==================== block 1
### Met3 routing, block 1

Drawn at 2 px/um.
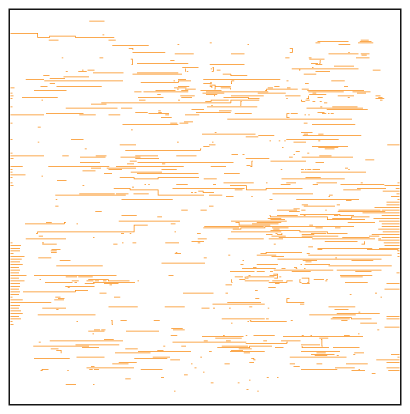

### config.mk
export PLATFORM = sky130hd
export DESIGN_NAME = pto_ramp_gen
export DESIGN_NICKNAME = d
export VERILOG_FILES = /design/src/rtl/pto_ramp_gen.sv
export SDC_FILE = /design/constraint.sdc
export NUM_CORES = 1
export LEC_CHECK = 0
export ABC_AREA = 1
export ABC_CLOCK_PERIOD_IN_PS = 8750
export CORE_AREA = 4 4 191 193
export DETAILED_ROUTE_END_ITERATION = 10
export DIE_AREA = 0 0 195 197
export GPL_TIMING_DRIVEN = 0
export PLACE_DENSITY = 0.83
export SYNTH_ARGS = -nofsm -noshare
export SYNTH_HDL_FRONTEND = slang
export SYNTH_SLANG_ARGS = --single-unit
export TNS_END_PERCENT = 10
### constraint.sdc
create_clock -name clk -period 8.75 [get_ports clk]
set_input_delay 0.875 -clock clk [delete_from_list [all_inputs] [get_ports clk]]
set_output_delay 0.875 -clock clk [all_outputs]
set_load 0.02 [all_outputs]
### src/rtl/pto_ramp_gen.sv
`default_nettype none
// ============================================================================
// Module   : pto_ramp_gen
// Brief    : Pulse-train output generator with linear period ramps (accel,
//            cruise, decel) timed in microsecond ticks. Define
//            PTO_SOFT_STOP_EN to turn abort into a ramped stop.
// Revision : 1.0  initial release
// ============================================================================
module pto_ramp_gen #(
    parameter int CNT_W      = 32,
    parameter int PER_W      = 16,
    parameter int CLK_PER_US = 50
) (
    input  logic             clk,
    input  logic             rst,
    input  logic             start,
    input  logic             abort,
    input  logic [CNT_W-1:0] pulse_total,
    input  logic [CNT_W-1:0] accel_pulses,
    input  logic [CNT_W-1:0] decel_pulses,
    input  logic [PER_W-1:0] period_max_us,
    input  logic [PER_W-1:0] period_min_us,
    input  logic [PER_W-1:0] step_us,
    input  logic             dir_in,
    output logic             pto_out,
    output logic             dir_out,
    output logic             busy,
    output logic             done,
    output logic [CNT_W-1:0] pulse_count,
    output logic [PER_W-1:0] period_us
);

    localparam int                c_PS_W      = $clog2(CLK_PER_US);
    localparam logic [c_PS_W-1:0] c_PS_LAST   = c_PS_W'(CLK_PER_US - 1);
    localparam logic [PER_W-1:0]  c_PER_FLOOR = PER_W'(2);

    typedef enum logic [1:0] {
        S_IDLE   = 2'd0,
        S_ACCEL  = 2'd1,
        S_CRUISE = 2'd2,
        S_DECEL  = 2'd3
    } state_t;

    // Decel wins over accel when the two ramp regions overlap.
    function automatic state_t phase_of(input logic [CNT_W-1:0] c,
                                        input logic [CNT_W-1:0] acc,
                                        input logic [CNT_W-1:0] dstart);
        if (c >= dstart)   return S_DECEL;
        else if (c < acc)  return S_ACCEL;
        else               return S_CRUISE;
    endfunction

    state_t             r_state, w_state_nxt;
    logic [CNT_W-1:0]   r_total, r_accel, r_dstart, r_count;
    logic [PER_W-1:0]   r_pmax, r_pmin, r_step, r_period, r_ticks;
    logic [c_PS_W-1:0]  r_presc;
    logic               r_dir, r_pto, r_done;

    logic [CNT_W-1:0]   w_total_nxt, w_accel_nxt, w_dstart_nxt, w_count_nxt, w_cnt_inc, w_dstart_in;
    logic [PER_W-1:0]   w_pmax_nxt, w_pmin_nxt, w_step_nxt, w_period_nxt, w_ticks_nxt;
    logic [PER_W-1:0]   w_ticks_inc, w_per_up, w_per_dn, w_max_cl, w_min_lo, w_min_cl;
    logic [c_PS_W-1:0]  w_presc_nxt;
    logic               w_dir_nxt, w_pto_nxt, w_done_nxt, w_tick, w_pulse_end;
    logic               w_hard_abort, w_soft_stop;

`ifdef PTO_SOFT_STOP_EN
    logic r_stop;

    always_ff @(posedge clk or negedge rst) begin
        if (!rst)                   r_stop <= 1'b0;
        else if (r_state == S_IDLE) r_stop <= 1'b0;
        else if (abort)             r_stop <= 1'b1;
    end

    always_comb begin
        w_hard_abort = 1'b0;
        w_soft_stop  = r_stop | abort;
    end
`else
    always_comb begin
        w_hard_abort = abort;
        w_soft_stop  = 1'b0;
    end
`endif

    always_comb begin
        w_tick      = (r_presc == c_PS_LAST);
        w_ticks_inc = r_ticks + PER_W'(1);
        w_cnt_inc   = r_count + CNT_W'(1);
        w_pulse_end = w_tick && (w_ticks_inc == r_period);
        w_per_up    = (r_step >= (r_pmax - r_period)) ? r_pmax : (r_period + r_step);
        w_per_dn    = (r_step >= (r_period - r_pmin)) ? r_pmin : (r_period - r_step);
        w_max_cl    = (period_max_us < c_PER_FLOOR) ? c_PER_FLOOR : period_max_us;
        w_min_lo    = (period_min_us < c_PER_FLOOR) ? c_PER_FLOOR : period_min_us;
        w_min_cl    = (w_min_lo > w_max_cl) ? w_max_cl : w_min_lo;
        w_dstart_in = (decel_pulses >= pulse_total) ? '0 : (pulse_total - decel_pulses);

        w_state_nxt  = r_state;
        w_total_nxt  = r_total;
        w_accel_nxt  = r_accel;
        w_dstart_nxt = r_dstart;
        w_pmax_nxt   = r_pmax;
        w_pmin_nxt   = r_pmin;
        w_step_nxt   = r_step;
        w_dir_nxt    = r_dir;
        w_count_nxt  = r_count;
        w_period_nxt = r_period;
        w_ticks_nxt  = r_ticks;
        w_presc_nxt  = r_presc;
        w_pto_nxt    = r_pto;
        w_done_nxt   = 1'b0;

        case (r_state)
            S_IDLE: begin
                if (start) begin
                    w_total_nxt  = pulse_total;
                    w_accel_nxt  = accel_pulses;
                    w_dstart_nxt = w_dstart_in;
                    w_pmax_nxt   = w_max_cl;
                    w_pmin_nxt   = w_min_cl;
                    w_step_nxt   = step_us;
                    w_dir_nxt    = dir_in;
                    w_count_nxt  = '0;
                    w_period_nxt = w_max_cl;
                    w_ticks_nxt  = '0;
                    w_presc_nxt  = '0;
                    w_pto_nxt    = 1'b0;
                    w_state_nxt  = phase_of('0, accel_pulses, w_dstart_in);
                end
            end
            default: begin
                // Only reachable with a zero-length move: finish without pulsing.
                if (r_count == r_total) begin
                    w_state_nxt = S_IDLE;
                    w_done_nxt  = 1'b1;
                end else if (w_hard_abort) begin
                    w_state_nxt = S_IDLE;
                    w_pto_nxt   = 1'b0;
                end else begin
                    w_presc_nxt = w_tick ? '0 : (r_presc + c_PS_W'(1));
                    if (w_pulse_end) begin
                        w_count_nxt = w_cnt_inc;
                        w_ticks_nxt = '0;
                        w_pto_nxt   = 1'b0;
                        if (w_cnt_inc == r_total) begin
                            w_state_nxt = S_IDLE;
                            w_done_nxt  = 1'b1;
                        end else if (w_soft_stop) begin
                            if (r_period == r_pmax) begin
                                w_state_nxt = S_IDLE;
                                w_done_nxt  = 1'b1;
                            end else begin
                                w_period_nxt = w_per_up;
                                w_state_nxt  = S_DECEL;
                            end
                        end else begin
                            w_state_nxt = phase_of(w_cnt_inc, r_accel, r_dstart);
                            if (w_cnt_inc >= r_dstart)     w_period_nxt = w_per_up;
                            else if (w_cnt_inc <= r_accel) w_period_nxt = w_per_dn;
                        end
                    end else if (w_tick) begin
                        w_ticks_nxt = w_ticks_inc;
                        if (w_ticks_inc == (r_period >> 1)) w_pto_nxt = 1'b1;
                    end
                end
            end
        endcase
    end

    always_ff @(posedge clk or negedge rst) begin
        if (!rst) r_state <= S_IDLE;
        else      r_state <= w_state_nxt;
    end

    always_ff @(posedge clk or negedge rst) begin
        if (!rst) begin
            r_total  <= '0;
            r_accel  <= '0;
            r_dstart <= '0;
            r_pmax   <= '0;
            r_pmin   <= '0;
            r_step   <= '0;
            r_dir    <= 1'b0;
            r_count  <= '0;
            r_period <= '0;
            r_ticks  <= '0;
            r_presc  <= '0;
            r_pto    <= 1'b0;
            r_done   <= 1'b0;
        end else begin
            r_total  <= w_total_nxt;
            r_accel  <= w_accel_nxt;
            r_dstart <= w_dstart_nxt;
            r_pmax   <= w_pmax_nxt;
            r_pmin   <= w_pmin_nxt;
            r_step   <= w_step_nxt;
            r_dir    <= w_dir_nxt;
            r_count  <= w_count_nxt;
            r_period <= w_period_nxt;
            r_ticks  <= w_ticks_nxt;
            r_presc  <= w_presc_nxt;
            r_pto    <= w_pto_nxt;
            r_done   <= w_done_nxt;
        end
    end

    assign pto_out     = r_pto;
    assign dir_out     = r_dir;
    assign busy        = (r_state != S_IDLE);
    assign done        = r_done;
    assign pulse_count = r_count;
    assign period_us   = r_period;

endmodule
`default_nettype wire

==================== block 2
**config.mk**
```make
export PLATFORM = sky130hd
export DESIGN_NAME = rs_ff_bank_flat
export DESIGN_NICKNAME = d
export VERILOG_FILES = /design/src/rtl/rs_ff_bank_if.sv /design/src/rtl/rs_ff_bank.sv /design/src/flat_wrapper.sv
export SDC_FILE = /design/constraint.sdc
export NUM_CORES = 1
export LEC_CHECK = 0
export ABC_AREA = 1
export ABC_CLOCK_PERIOD_IN_PS = 1600
export CELL_PAD_IN_SITES_DETAIL_PLACEMENT = 1
export CELL_PAD_IN_SITES_GLOBAL_PLACEMENT = 2
export CORE_ASPECT_RATIO = 1.2
export CORE_UTILIZATION = 28
export DETAILED_ROUTE_END_ITERATION = 10
export GPL_TIMING_DRIVEN = 0
export PLACE_DENSITY = 0.78
export SKIP_CTS_REPAIR_TIMING = 1
export SYNTH_ARGS = -nofsm -noshare
export SYNTH_HDL_FRONTEND = slang
export SYNTH_SLANG_ARGS = --single-unit
```
**constraint.sdc**
```tcl
create_clock -name clk -period 1.6 [get_ports clk]
set_input_delay 0.32 -clock clk [delete_from_list [all_inputs] [get_ports clk]]
set_output_delay 0.32 -clock clk [all_outputs]
set_load 0.01 [all_outputs]
```
**src/rtl/rs_ff_bank_if.sv**
```systemverilog
// rtl/rs_ff_bank_if.sv - command and status bundle for the RS register bank
interface rs_ff_bank_if #(
  parameter int WIDTH = 8
);
  logic [WIDTH-1:0] r;
  logic [WIDTH-1:0] s;
  logic             err_clr;
  logic [WIDTH-1:0] q;
  logic [WIDTH-1:0] qb;
  logic [WIDTH-1:0] changed;
  logic             conflict;

  modport master (
    output r, s, err_clr,
    input  q, qb, changed, conflict
  );

  modport slave (
    input  r, s, err_clr,
    output q, qb, changed, conflict
  );
endinterface

```
**src/rtl/rs_ff_bank.sv**
```systemverilog
// rtl/rs_ff_bank.sv - multi-channel clocked RS register bank with command filter and conflict policy
module rs_ff_bank #(
  parameter int               WIDTH         = 8,
  parameter int               CONFLICT_MODE = 0,
  parameter int               FILTER        = 0,
  parameter logic [WIDTH-1:0] RESET_VAL     = {WIDTH{1'b0}}
) (
  input logic         clk,
  input logic         rst,
  rs_ff_bank_if.slave bus
);
  // Counter just wide enough to reach FILTER; a filter of 0 still keeps one bit.
  localparam int            CW      = (FILTER < 2) ? 1 : $clog2(FILTER + 1);
  localparam logic [CW-1:0] CNT_MAX = CW'(FILTER);

  logic [WIDTH-1:0][1:0]    cmd;
  logic [WIDTH-1:0][1:0]    cmd_prev;
  logic [WIDTH-1:0][1:0]    prev_nxt;
  logic [WIDTH-1:0][CW-1:0] cnt;
  logic [WIDTH-1:0][CW-1:0] cnt_nxt;
  logic [WIDTH-1:0]         qual;
  logic [WIDTH-1:0]         q;
  logic [WIDTH-1:0]         q_next;
  logic [WIDTH-1:0]         chg_r;
  logic                     conflict_r;
  logic                     conf_hit;

  // Per-channel filter tracking, qualification and next-state resolution.
  always_comb begin
    cmd      = '0;
    prev_nxt = cmd_prev;
    cnt_nxt  = cnt;
    qual     = '0;
    q_next   = q;
    conf_hit = 1'b0;
    for (int i = 0; i < WIDTH; i++) begin
      cmd[i] = {bus.r[i], bus.s[i]};
      if (cmd[i] != cmd_prev[i]) begin
        prev_nxt[i] = cmd[i];
        cnt_nxt[i]  = '0;
      end else if (cnt[i] < CNT_MAX) begin
        cnt_nxt[i] = cnt[i] + CW'(1);
      end
      // A command is applied on the edge its stability count reaches FILTER,
      // so with FILTER=0 every edge qualifies and the bank acts immediately.
      qual[i] = (cnt_nxt[i] == CNT_MAX);
      if (qual[i]) begin
        case (cmd[i])
          2'b01: q_next[i] = 1'b1;
          2'b10: q_next[i] = 1'b0;
          2'b11: begin
            conf_hit = 1'b1;
            if (CONFLICT_MODE == 0)      q_next[i] = 1'b0;
            else if (CONFLICT_MODE == 1) q_next[i] = 1'b1;
            else if (CONFLICT_MODE == 3) q_next[i] = ~q[i];
            else                         q_next[i] = q[i];
          end
          default: q_next[i] = q[i];
        endcase
      end
    end
  end

  // Filter state; reset discards any partial qualification progress.
  always_ff @(posedge clk or posedge rst) begin
    if (rst) begin
      cmd_prev <= '0;
      cnt      <= '0;
    end else begin
      cmd_prev <= prev_nxt;
      cnt      <= cnt_nxt;
    end
  end

  // Channel state and per-channel change pulses.
  always_ff @(posedge clk or posedge rst) begin
    if (rst) begin
      q     <= RESET_VAL;
      chg_r <= '0;
    end else begin
      q     <= q_next;
      chg_r <= q_next ^ q;
    end
  end

  // Sticky conflict flag; a new conflict beats a simultaneous clear.
  always_ff @(posedge clk or posedge rst) begin
    if (rst) begin
      conflict_r <= 1'b0;
    end else begin
      conflict_r <= conf_hit | (conflict_r & ~bus.err_clr);
    end
  end

  assign bus.q        = q;
  assign bus.qb       = ~q;
  assign bus.changed  = chg_r;
  assign bus.conflict = conflict_r;
endmodule
```
**src/flat_wrapper.sv**
```systemverilog
// flat-port wrapper written by rule: the top's interface ports become plain ports
module rs_ff_bank_flat 
#(
  parameter int               WIDTH         = 8,
  parameter int               CONFLICT_MODE = 0,
  parameter int               FILTER        = 0,
  parameter logic [WIDTH-1:0] RESET_VAL     = {WIDTH{1'b0}}
)
  (clk, rst, bus_r, bus_s, bus_err_clr, bus_q, bus_qb, bus_changed, bus_conflict);
  rs_ff_bank_if #(.WIDTH(WIDTH)) bus_i ();
  input logic clk;
  input logic rst;
  input wire logic [$bits(bus_i.r)-1:0] bus_r;
  input wire logic [$bits(bus_i.s)-1:0] bus_s;
  input wire logic [$bits(bus_i.err_clr)-1:0] bus_err_clr;
  output wire logic [$bits(bus_i.q)-1:0] bus_q;
  output wire logic [$bits(bus_i.qb)-1:0] bus_qb;
  output wire logic [$bits(bus_i.changed)-1:0] bus_changed;
  output wire logic [$bits(bus_i.conflict)-1:0] bus_conflict;
  assign bus_i.r = bus_r;
  assign bus_i.s = bus_s;
  assign bus_i.err_clr = bus_err_clr;
  assign bus_q = bus_i.q;
  assign bus_qb = bus_i.qb;
  assign bus_changed = bus_i.changed;
  assign bus_conflict = bus_i.conflict;
  rs_ff_bank #(.WIDTH(WIDTH), .CONFLICT_MODE(CONFLICT_MODE), .FILTER(FILTER), .RESET_VAL(RESET_VAL)) u_core (.clk(clk), .rst(rst), .bus(bus_i));
endmodule
```
==================== block 3
`src/rtl/seq_scan_ctrl.sv`:
```
// Programmable serial pattern scanner: accepts a frame of serial bits over a
// valid/ready handshake, pulses hit on each pattern occurrence and counts matches.
module seq_scan_ctrl #(
    parameter int MAX_LEN = 8,
    parameter int CNT_W   = 8
) (
    input  logic               clk,
    input  logic               rst,
    input  logic               cfg_we,
    input  logic [MAX_LEN-1:0] cfg_pattern,
    input  logic [3:0]         cfg_len,
    input  logic               cfg_overlap,
    output logic               cfg_err,
    input  logic               start,
    input  logic [CNT_W-1:0]   frame_len,
    input  logic               x_valid,
    input  logic               x,
    output logic               x_ready,
    output logic               busy,
    output logic               hit,
    output logic [CNT_W-1:0]   match_count,
    output logic               done,
    output logic [1:0]         dbg_state
);
    // Handshake: a bit transfers on every rising edge where x_valid and x_ready
    // are both high; x_ready is high for the whole SCAN state and nowhere else.

    typedef enum logic [1:0] {
        S_IDLE = 2'd0,
        S_SCAN = 2'd1,
        S_DONE = 2'd2
    } state_t;

    localparam logic [3:0] MAX_LEN_L = 4'(MAX_LEN);

    state_t             state_q;
    logic [MAX_LEN-1:0] pat_q;
    logic [3:0]         len_q;
    logic               ov_q;
    logic [MAX_LEN-2:0] hist_q;
    logic [3:0]         fill_q;
    logic [CNT_W-1:0]   bit_cnt_q;
    logic [CNT_W-1:0]   frame_q;
    logic [CNT_W-1:0]   cnt_q;
    logic               hit_q;
    logic               cfg_err_q;
    logic               busy_q;
    logic               x_ready_q;
    logic               done_q;

    logic [MAX_LEN-1:0] hist_d;
    logic [3:0]         fill_d;
    logic [MAX_LEN-1:0] len_mask;
    logic               is_match;
    logic               last_bit;
    logic               cfg_ok;

    // Match is judged on the history as it will look after the incoming bit.
    always_comb begin
        hist_d   = {hist_q, x};
        fill_d   = (fill_q == MAX_LEN_L) ? fill_q : fill_q + 4'd1;
        len_mask = ~({MAX_LEN{1'b1}} << len_q);
        is_match = (fill_d >= len_q) && ((hist_d & len_mask) == (pat_q & len_mask));
        last_bit = (bit_cnt_q == frame_q - CNT_W'(1));
        cfg_ok   = (cfg_len != 4'd0) && (cfg_len <= MAX_LEN_L);
    end

    always_ff @(posedge clk) begin
        if (rst) begin
            state_q   <= S_IDLE;
            pat_q     <= MAX_LEN'(8'b0010_1101);
            len_q     <= 4'd6;
            ov_q      <= 1'b1;
            hist_q    <= '0;
            fill_q    <= '0;
            bit_cnt_q <= '0;
            frame_q   <= '0;
            cnt_q     <= '0;
            hit_q     <= 1'b0;
            cfg_err_q <= 1'b0;
            busy_q    <= 1'b0;
            x_ready_q <= 1'b0;
            done_q    <= 1'b0;
        end else begin
            hit_q     <= 1'b0;
            cfg_err_q <= 1'b0;
            done_q    <= 1'b0;
            case (state_q)
                S_IDLE: begin
                    if (cfg_we) begin
                        if (cfg_ok) begin
                            pat_q <= cfg_pattern;
                            len_q <= cfg_len;
                            ov_q  <= cfg_overlap;
                        end else begin
                            cfg_err_q <= 1'b1;
                        end
                    end
                    if (start) begin
                        cnt_q     <= '0;
                        hist_q    <= '0;
                        fill_q    <= '0;
                        bit_cnt_q <= '0;
                        frame_q   <= frame_len;
                        busy_q    <= 1'b1;
                        if (frame_len == '0) begin
                            state_q <= S_DONE;
                            done_q  <= 1'b1;
                        end else begin
                            state_q   <= S_SCAN;
                            x_ready_q <= 1'b1;
                        end
                    end
                end
                S_SCAN: begin
                    if (x_valid) begin
                        hist_q    <= hist_d[MAX_LEN-2:0];
                        fill_q    <= (is_match && !ov_q) ? 4'd0 : fill_d;
                        bit_cnt_q <= bit_cnt_q + CNT_W'(1);
                        if (is_match) begin
                            hit_q <= 1'b1;
                            if (!(&cnt_q)) cnt_q <= cnt_q + CNT_W'(1);
                        end
                        if (last_bit) begin
                            state_q   <= S_DONE;
                            x_ready_q <= 1'b0;
                            done_q    <= 1'b1;
                        end
                    end
                end
                S_DONE: begin
                    state_q <= S_IDLE;
                    busy_q  <= 1'b0;
                end
                default: begin
                    state_q   <= S_IDLE;
                    busy_q    <= 1'b0;
                    x_ready_q <= 1'b0;
                end
            endcase
        end
    end

    assign cfg_err     = cfg_err_q;
    assign x_ready     = x_ready_q;
    assign busy        = busy_q;
    assign hit         = hit_q;
    assign match_count = cnt_q;
    assign done        = done_q;
    assign dbg_state   = state_q;

endmodule

```
`config.mk`:
```
export PLATFORM = sky130hd
export DESIGN_NAME = seq_scan_ctrl
export DESIGN_NICKNAME = d
export VERILOG_FILES = /design/src/rtl/seq_scan_ctrl.sv
export SDC_FILE = /design/constraint.sdc
export NUM_CORES = 1
export LEC_CHECK = 0
export CELL_PAD_IN_SITES_DETAIL_PLACEMENT = 1
export CELL_PAD_IN_SITES_GLOBAL_PLACEMENT = 1
export CORE_AREA = 8 8 89 91
export CTS_CLUSTER_SIZE = 40
export DETAILED_ROUTE_END_ITERATION = 10
export DIE_AREA = 0 0 97 99
export PLACE_DENSITY_LB_ADDON = 0.2
export SETUP_SLACK_MARGIN = 0.4
export SYNTH_ARGS = -nofsm -noshare
export SYNTH_HDL_FRONTEND = slang
export SYNTH_SLANG_ARGS = --single-unit
```
`constraint.sdc`:
```
create_clock -name clk -period 4.45 [get_ports clk]
set_clock_uncertainty 0.05 [all_clocks]
set_input_delay 0.445 -clock clk [delete_from_list [all_inputs] [get_ports clk]]
set_output_delay 0.445 -clock clk [all_outputs]
set_load 0.02 [all_outputs]
```
==================== block 4
File: src/rtl/mem_arbiter.sv
// mem_arbiter: shares one single-port data memory between two requesters.
//   Port 0 is the pipeline load/store path, port 1 the debug/DMA loader.
//   Round-robin arbitration, with each access held on the memory pins for
//   WAIT_CYCLES+1 cycles, followed by a one-cycle ack pulse to the winner.
//
// Ports
//   clk, rst                       clock (rising edge), async active-high reset
//   req/we/addr/wdata{0,1}         requester inputs, held stable until ack
//   rdata{0,1}                     per-port read data, updated only by that port's reads
//   ack{0,1}                       one-cycle completion pulse
//   mem_read/mem_write             memory strobes (write strobe only in the last access cycle)
//   mem_address/mem_writedata      memory pins, always driven from latched registers
//   mem_readdata                   combinational read data from the memory
//   busy                           high whenever the arbiter is not idle
module mem_arbiter #(
  parameter int ADDR_W      = 16,
  parameter int DATA_W      = 32,
  parameter int WAIT_CYCLES = 1
) (
  input  logic              clk,
  input  logic              rst,
  input  logic              req0,
  input  logic              we0,
  input  logic [ADDR_W-1:0] addr0,
  input  logic [DATA_W-1:0] wdata0,
  output logic [DATA_W-1:0] rdata0,
  output logic              ack0,
  input  logic              req1,
  input  logic              we1,
  input  logic [ADDR_W-1:0] addr1,
  input  logic [DATA_W-1:0] wdata1,
  output logic [DATA_W-1:0] rdata1,
  output logic              ack1,
  output logic              mem_read,
  output logic              mem_write,
  output logic [ADDR_W-1:0] mem_address,
  output logic [DATA_W-1:0] mem_writedata,
  input  logic [DATA_W-1:0] mem_readdata,
  output logic              busy
);

  typedef enum logic [1:0] {S_IDLE, S_ACCESS, S_DONE} state_t;

  localparam logic [3:0] CNT_INIT = 4'(WAIT_CYCLES);

  state_t              state_q, state_d;
  logic                last_q, last_d;
  logic                gnt_q, gnt_d;
  logic                we_q, we_d;
  logic [3:0]          cnt_q, cnt_d;
  logic [ADDR_W-1:0]   addr_q, addr_d;
  logic [DATA_W-1:0]   wdata_q, wdata_d;
  logic [DATA_W-1:0]   rdata0_q, rdata0_d;
  logic [DATA_W-1:0]   rdata1_q, rdata1_d;
  logic                sel;

  // Lone requester wins; on a tie the port not served last time wins.
  assign sel = (req0 && req1) ? ~last_q : req1;

  always_ff @(posedge clk or posedge rst) begin
    if (rst) begin
      state_q  <= S_IDLE;
      last_q   <= 1'b1;
      gnt_q    <= 1'b0;
      we_q     <= 1'b0;
      cnt_q    <= '0;
      addr_q   <= '0;
      wdata_q  <= '0;
      rdata0_q <= '0;
      rdata1_q <= '0;
    end else begin
      state_q  <= state_d;
      last_q   <= last_d;
      gnt_q    <= gnt_d;
      we_q     <= we_d;
      cnt_q    <= cnt_d;
      addr_q   <= addr_d;
      wdata_q  <= wdata_d;
      rdata0_q <= rdata0_d;
      rdata1_q <= rdata1_d;
    end
  end

  always_comb begin
    state_d  = state_q;
    last_d   = last_q;
    gnt_d    = gnt_q;
    we_d     = we_q;
    cnt_d    = cnt_q;
    addr_d   = addr_q;
    wdata_d  = wdata_q;
    rdata0_d = rdata0_q;
    rdata1_d = rdata1_q;
    unique case (state_q)
      S_IDLE: begin
        if (req0 || req1) begin
          gnt_d   = sel;
          we_d    = sel ? we1    : we0;
          addr_d  = sel ? addr1  : addr0;
          wdata_d = sel ? wdata1 : wdata0;
          cnt_d   = CNT_INIT;
          state_d = S_ACCESS;
        end
      end
      S_ACCESS: begin
        if (cnt_q == 4'd0) begin
          state_d = S_DONE;
          // Read data is captured on the edge that leaves ACCESS.
          if (!we_q) begin
            if (gnt_q) rdata1_d = mem_readdata;
            else       rdata0_d = mem_readdata;
          end
        end else begin
          cnt_d = cnt_q - 4'd1;
        end
      end
      S_DONE: begin
        last_d  = gnt_q;
        state_d = S_IDLE;
      end
      default: state_d = S_IDLE;
    endcase
  end

  // All memory-side outputs derive from registers only, so requester inputs
  // never reach the memory pins combinationally. The write strobe is limited
  // to the final access cycle so the memory sees exactly one write edge, and
  // it drops with the async reset because it decodes state_q directly.
  assign mem_read      = (state_q == S_ACCESS) && !we_q;
  assign mem_write     = (state_q == S_ACCESS) && we_q && (cnt_q == 4'd0);
  assign mem_address   = addr_q;
  assign mem_writedata = wdata_q;
  assign ack0          = (state_q == S_DONE) && !gnt_q;
  assign ack1          = (state_q == S_DONE) && gnt_q;
  assign busy          = (state_q != S_IDLE);
  assign rdata0        = rdata0_q;
  assign rdata1        = rdata1_q;

endmodule

File: config.mk
export PLATFORM = sky130hd
export DESIGN_NAME = mem_arbiter
export DESIGN_NICKNAME = d
export VERILOG_FILES = /design/src/rtl/mem_arbiter.sv
export SDC_FILE = /design/constraint.sdc
export NUM_CORES = 1
export LEC_CHECK = 0
export CAP_MARGIN = 5
export CORE_ASPECT_RATIO = 0.8
export CORE_MARGIN = 4
export CORE_UTILIZATION = 42
export CTS_CLUSTER_SIZE = 30
export DETAILED_ROUTE_END_ITERATION = 16
export PLACE_DENSITY = 0.81
export SYNTH_ARGS = -nofsm -noshare
export SYNTH_HDL_FRONTEND = slang
export SYNTH_SLANG_ARGS = --single-unit
File: constraint.sdc
create_clock -name clk -period 6.1 [get_ports clk]
set_input_delay 1.83 -clock clk [delete_from_list [all_inputs] [get_ports clk]]
set_output_delay 1.83 -clock clk [all_outputs]
set_load 0.05 [all_outputs]
### Pin placement, block 2

Drawn at 4 px/um. Pins as bars across the die edge, other pins in grey.
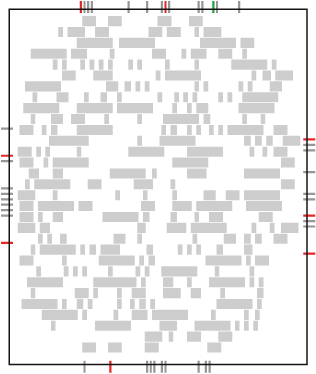
colour	port	pins	direction	edge
green	`clk`	1	input	top
red	`bus_r`	8	input	3 right, 2 top, 2 left, 1 bottom

==> summary.txt, block 2 <==
impl run done, here's what came out: run status=completed, Global Route met1 Usage=about an eighth, CORE AREA=~0.0060 mm2, Synth cell types=17, clkbuf count=7, Synth area leaders=dfrtp_1 59%, nand2_1 8.8%, inv_1 7.7%, nand3_1 3.7%, xnor2_1 3.5%, Clock transition at path regs=around 80 ps, synth warn=0, total CTS buffers=5, Psw=roughly 540 uW, # Taps=between 80 and 90, comb pwr=about 360 uW, Flop pwr share=about 48%, clk buf depth=2, metal1 wirelength=1410 um, first-pass GRT wire length=5920 um, met3 usage=under 10%, seq pwr=1120 uW, Mux area share=0%, antenna diode count=0, Crit. End Element=output port, busiest grt layer=met2
==> block 2: sequential cells by signal (all words and copies together) (netlist names) <==
register and count:
u_core.cnt 8, u_core.bus.changed 8, u_core.bus.conflict 1, u_core.cmd_prev 16, u_core.bus.q 8
==> block 2: placed cells by master, fill, tap and decap left out <==
cell             instances
a21oi_1                  7
a31oi_1                  1
dlymetal6s2s_1           9
a21boi_0                 3
clkbuf_8                 6
nand3_2                  4
inv_2                    2
nand2_1                 41
a21boi_2                 3
clkdlybuf4s50_1         34
or2_0                    2
dfrtp_1                 41
bufinv_16                1
nand3_1                 13
buf_16                   1
nand4_2                  1
buf_4                    1
dlygate4sd1_1            1
clkbuf_1                16
o21a_1                   2
xnor2_1                  7
nor2_1                  15
inv_1                   35
==> block 2: final timing paths <==
kind | start | end | cells past startpoint
worst max-delay path | u_core.bus.q[3] | bus_q[3] | 1
worst min-delay path | rst | u_core.bus.changed[3] | 2
worst max register to register | u_core.cmd_prev[11] | u_core.bus.conflict | 8
worst min register to register | u_core.bus.q[4] | u_core.bus.q[4] | 2
max in group asynchronous | rst | u_core.bus.changed[0] | 3
min in group clk | u_core.bus.q[4] | u_core.bus.q[4] | 2
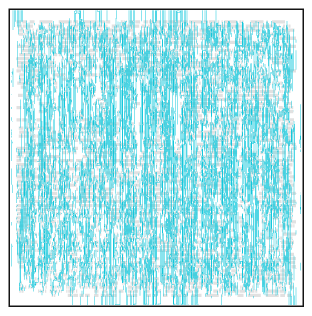
*M2 wires, block 1*
Drawn at 1.5 px/um. Cells faint in the background.
share of all routed wire	47%
main direction	vertical
nets with wire on the layer	3,144

About 'Met3 routing' of block 1:
nets with wire on the layer	463
main direction	horizontal

==> summary.txt, block 1 <==
impl run done, here's what came out: combinational share of power=66.8%, GRT Util Overall=around two fifths, Insertion Delay late pin=roughly 570 ps, worst path required time=9200 ps, Non-clock buffers=between 200 and 300, run status=completed, clkbuf count=39, Flops=approximately 220, met2 Use GR=between 60% and 70%, CTS tree=yes, met3 usage=under 10%, Worst Hold Class=input port to async pin, hold bufs inserted after CTS=0, Crit path max-delay family=AND-OR/OR-AND gates, final hold viol count=0
block 1: state kept, by name, summed over array words and instances, names as in the netlist, 16 cells and up:
signal and cells:
r_total 32, r_ticks 16, pulse_count 32, r_pmax 16
r_dstart 32, r_accel 32, r_step 16, r_pmin 16
period_us 16
block 1: metrics by stage:
stage / utilization (%) / hold WS, ps / instances
final: 70.3 / 299 / 3865
after global routing: 70.3 / 409 / 3865
after CTS: 70.3 / 401 / 3865
after detailed placement: 67.6 / 475 / 3814
after global placement: 67.5 / 473 / 3813
after floorplan: - / 446 / 3158
block 1: layout by cell type (no fill, tap or decap), types with 25 or more instances in the layout:
cell	n
ha_1	208
dfrtp_1	219
nor2_1	194
o21ai_0	230
nand4_1	59
a21oi_1	161
xnor2_1	25
o211ai_1	34
clkbuf_1	77
clkdlybuf4s50_1	199
xor2_1	105
nand3_1	197
clkbuf_16	29
inv_1	508
nand2_1	918
nor3_1	51
block 1: cell families after synthesis:
family          count (synthesis)  share of synthesized area (%)
simple gates                 1489                           30.5
buf+inv                       610                           11.3
xor+xnor                      132                           5.70
flops                         219                           26.4
fa+ha+maj                     213                           13.0
compound gates                495                           13.1
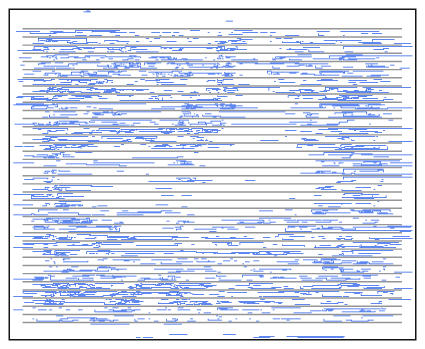
*Metal 1, block 4*
Drawn at 3 px/um. Supply wires on this layer in grey.
main direction	horizontal
share of all routed wire	41%

==> summary.txt, block 4 <==
impl run done, here's what came out: Mux area share=17.4%, drt pass-1 iters=4, total chip power=~5700 uW, run status=completed, GR Overflow Total=0, worst path required time=roughly 4300 ps, fin area=roughly 0.0085 mm2, max-slew violation count=0, placed cell area=around 0.0079 mm2, skew final=between 10 and 15 ps, leading power group=combinational cells, Sw Share=a little under half, die area=0.0148 mm2, Clk. pwr=around 970 uW, Max VDD drop=~0.4 mV, Routed WL per cell=approximately 18 um, drc violations=0, Crit. End Element=output port, Worst R2R End=rdata1[27], CTS tree=yes, logic area=0.00214 mm2, Tool Warnings=27, ys flops=121, register share after synthesis=55.9%, Setup violations, final=0, Ports=roughly 250, Pint=about 3000 uW, CORE AREA=about 0.012 mm2
[block 4: metrics by stage]
stage               hold WS (ps)  instances
finish                       508        882
global route                 518        882
CTS                          508        882
detailed placement           491        850
global placement             489        850
floorplan                    498        462
[block 4: Yosys cell counts, types with 2 or more instances]
library cell and n:
clkbuf_1 29, or4_4 2, nor2_1 5, dfrtp_1 120, nor3_1 2, buf_12 6
and2_1 2, buf_6 2, nand2_1 101, inv_1 6, a31oi_1 49, nand2b_1 2
nor2b_1 2, mux2_2 4, a21oi_1 52, ha_1 2, mux2_4 60
[block 4: per-layer routing]
metal  routed length, um  track usage [%]  part of all wire [%]
met3                1500             8.14                   9.5
met1                6520             25.9                    41
met5                   0                0                     0
met4                  96             5.54                  0.61
met2                7730             36.4                    49
[block 4: critical path, delay by kind of cell, from the launching register on]
kind | cells | cell delay, ps
buffers and inverters | 2 | 920
adder cells (fa/ha/maj) | 1 | 200
AND/OR/NAND/NOR | 2 | 510
flip-flops | 1 | 390
[block 4: sequential cells by signal, summed over array words and instances (netlist names)]
register,flops
mem_address,16
cnt_q,4
mem_writedata,32
last_q,1
rdata1,32
rdata0,32
state_q,2
we_q,1
gnt_q,1
### Metal 1, block 3

Drawn at 4 px/um. Supply wires on this layer in grey.
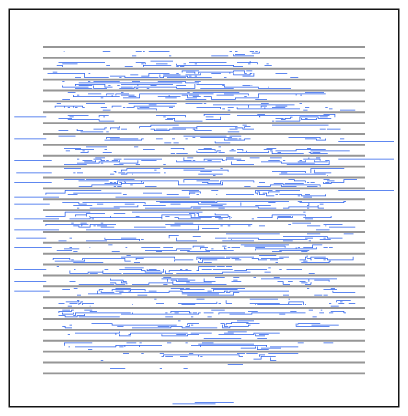
share of all routed wire	51%
wire length on this layer	3,410 um
main direction	horizontal

### M2 wires, block 3

Drawn at 3 px/um. Cells faint in the background.
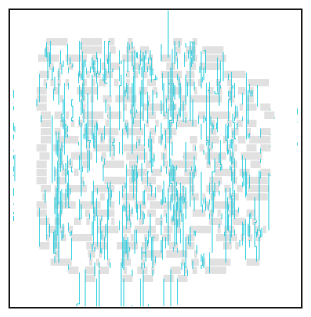
main direction	vertical
longest straight run	26.9 um
nets with wire on the layer	352
share of all routed wire	44%

==> summary.txt, block 3 <==
impl run done, here's what came out: run status=completed, worst hold slack=roughly 430 ps, synth warn=0, Synth area leader=dfxtp_1, vias per cell=between 5 and 6, invs w/o clock=13, clk buf depth=2, drc violations=0, nature of the critical path startpoint=flip-flop, logic area=between 0.0015 and 0.002 mm2, first-pass GRT wire length=around 12,000 um, Clock transition at path regs=approximately 90 ps, Root Buffer=clkbuf_8, unrepaired setup endpoints after global routing=false, Ports=42, fp_density=41.2%, Syn Area/Cell=approximately 8.3 um2
block 3: routing by layer:
| layer | track usage, % | wire length (um) | vias up |
|---|---|---|---|
| li1 | - | - | 1204 |
| met1 | 18.7 | 3410 | 1163 |
| met2 | 22.0 | 2940 | 41 |
| met3 | 3.57 | 259 | 6 |
| met4 | 4.26 | 61 | 0 |
| met5 | 0 | 0 | - |
block 3: cell families after synthesis:
family	synth area share, %
and+or+nand+nor	24.0
buffers and inverters	3.75
DFF	40.7
xor gates and xnor gates	8.10
AOI/OAI and AO/OA	18.9
adders and majority gates	4.16
muxes	0.370
block 3: final timing paths:
path | end | slack, ps | cells past startpoint
worst min register to register | pat_q[7] | 430 | 2
worst max register to register | match_count[5] | 1730 | 12
worst min-delay path | pat_q[7] | 430 | 2
worst max-delay path | match_count[5] | 1730 | 12
block 3: critical path: stages (launching register included):
cell     delay (ps)
dfxtp_1         390
inv_1            90
ha_1            210
nand2_1          70
nand3_1          70
o21ai_0         140
ha_1            240
o21a_1          130
nor2_1           30
a21oi_1         190
nand4_2         320
or4_1           560
a21oi_1         140


==> layout pictures side by side <==
Cell placement.
(a)
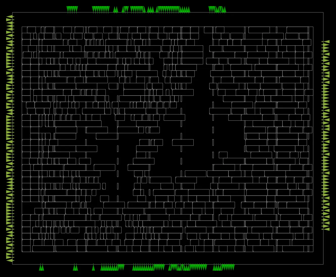
(b)
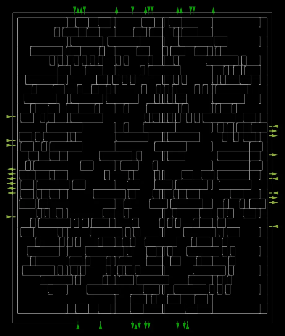
(c)
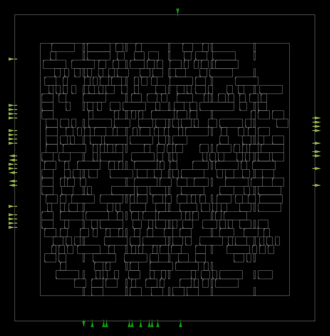
(d)
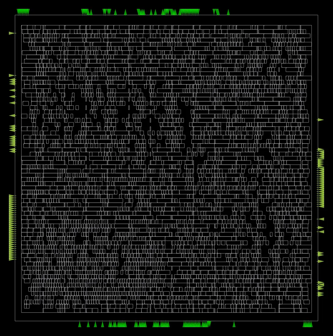
Block 4 is (a).
Block 3 is (c).
Block 2 is (b).
Block 1 is (d).
- lowest utilization: (b)
- fewest sequential cells: (b)


==> layout pictures side by side <==
Met3 routing.
image #1
Drawn at 4 px/um.
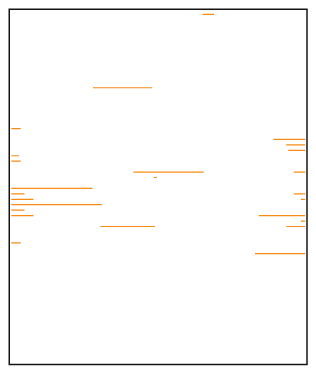
image #2
Drawn at 3 px/um.
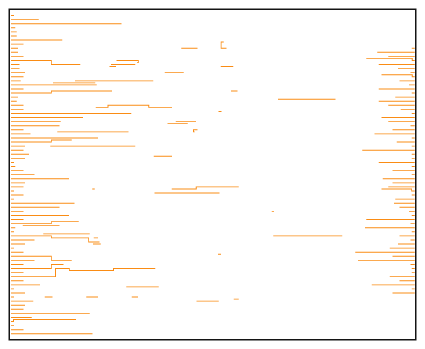
image #3
Drawn at 4 px/um.
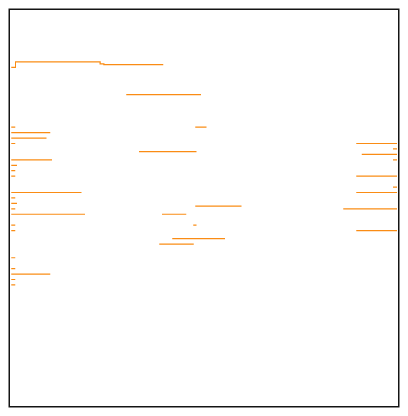
Image #2 comes from block 4.
Image #1 comes from block 2.
Image #3 comes from block 3.
The one with the largest die is image #2.

Power figures rest on the tool's default switching activity, not on a simulated workload.
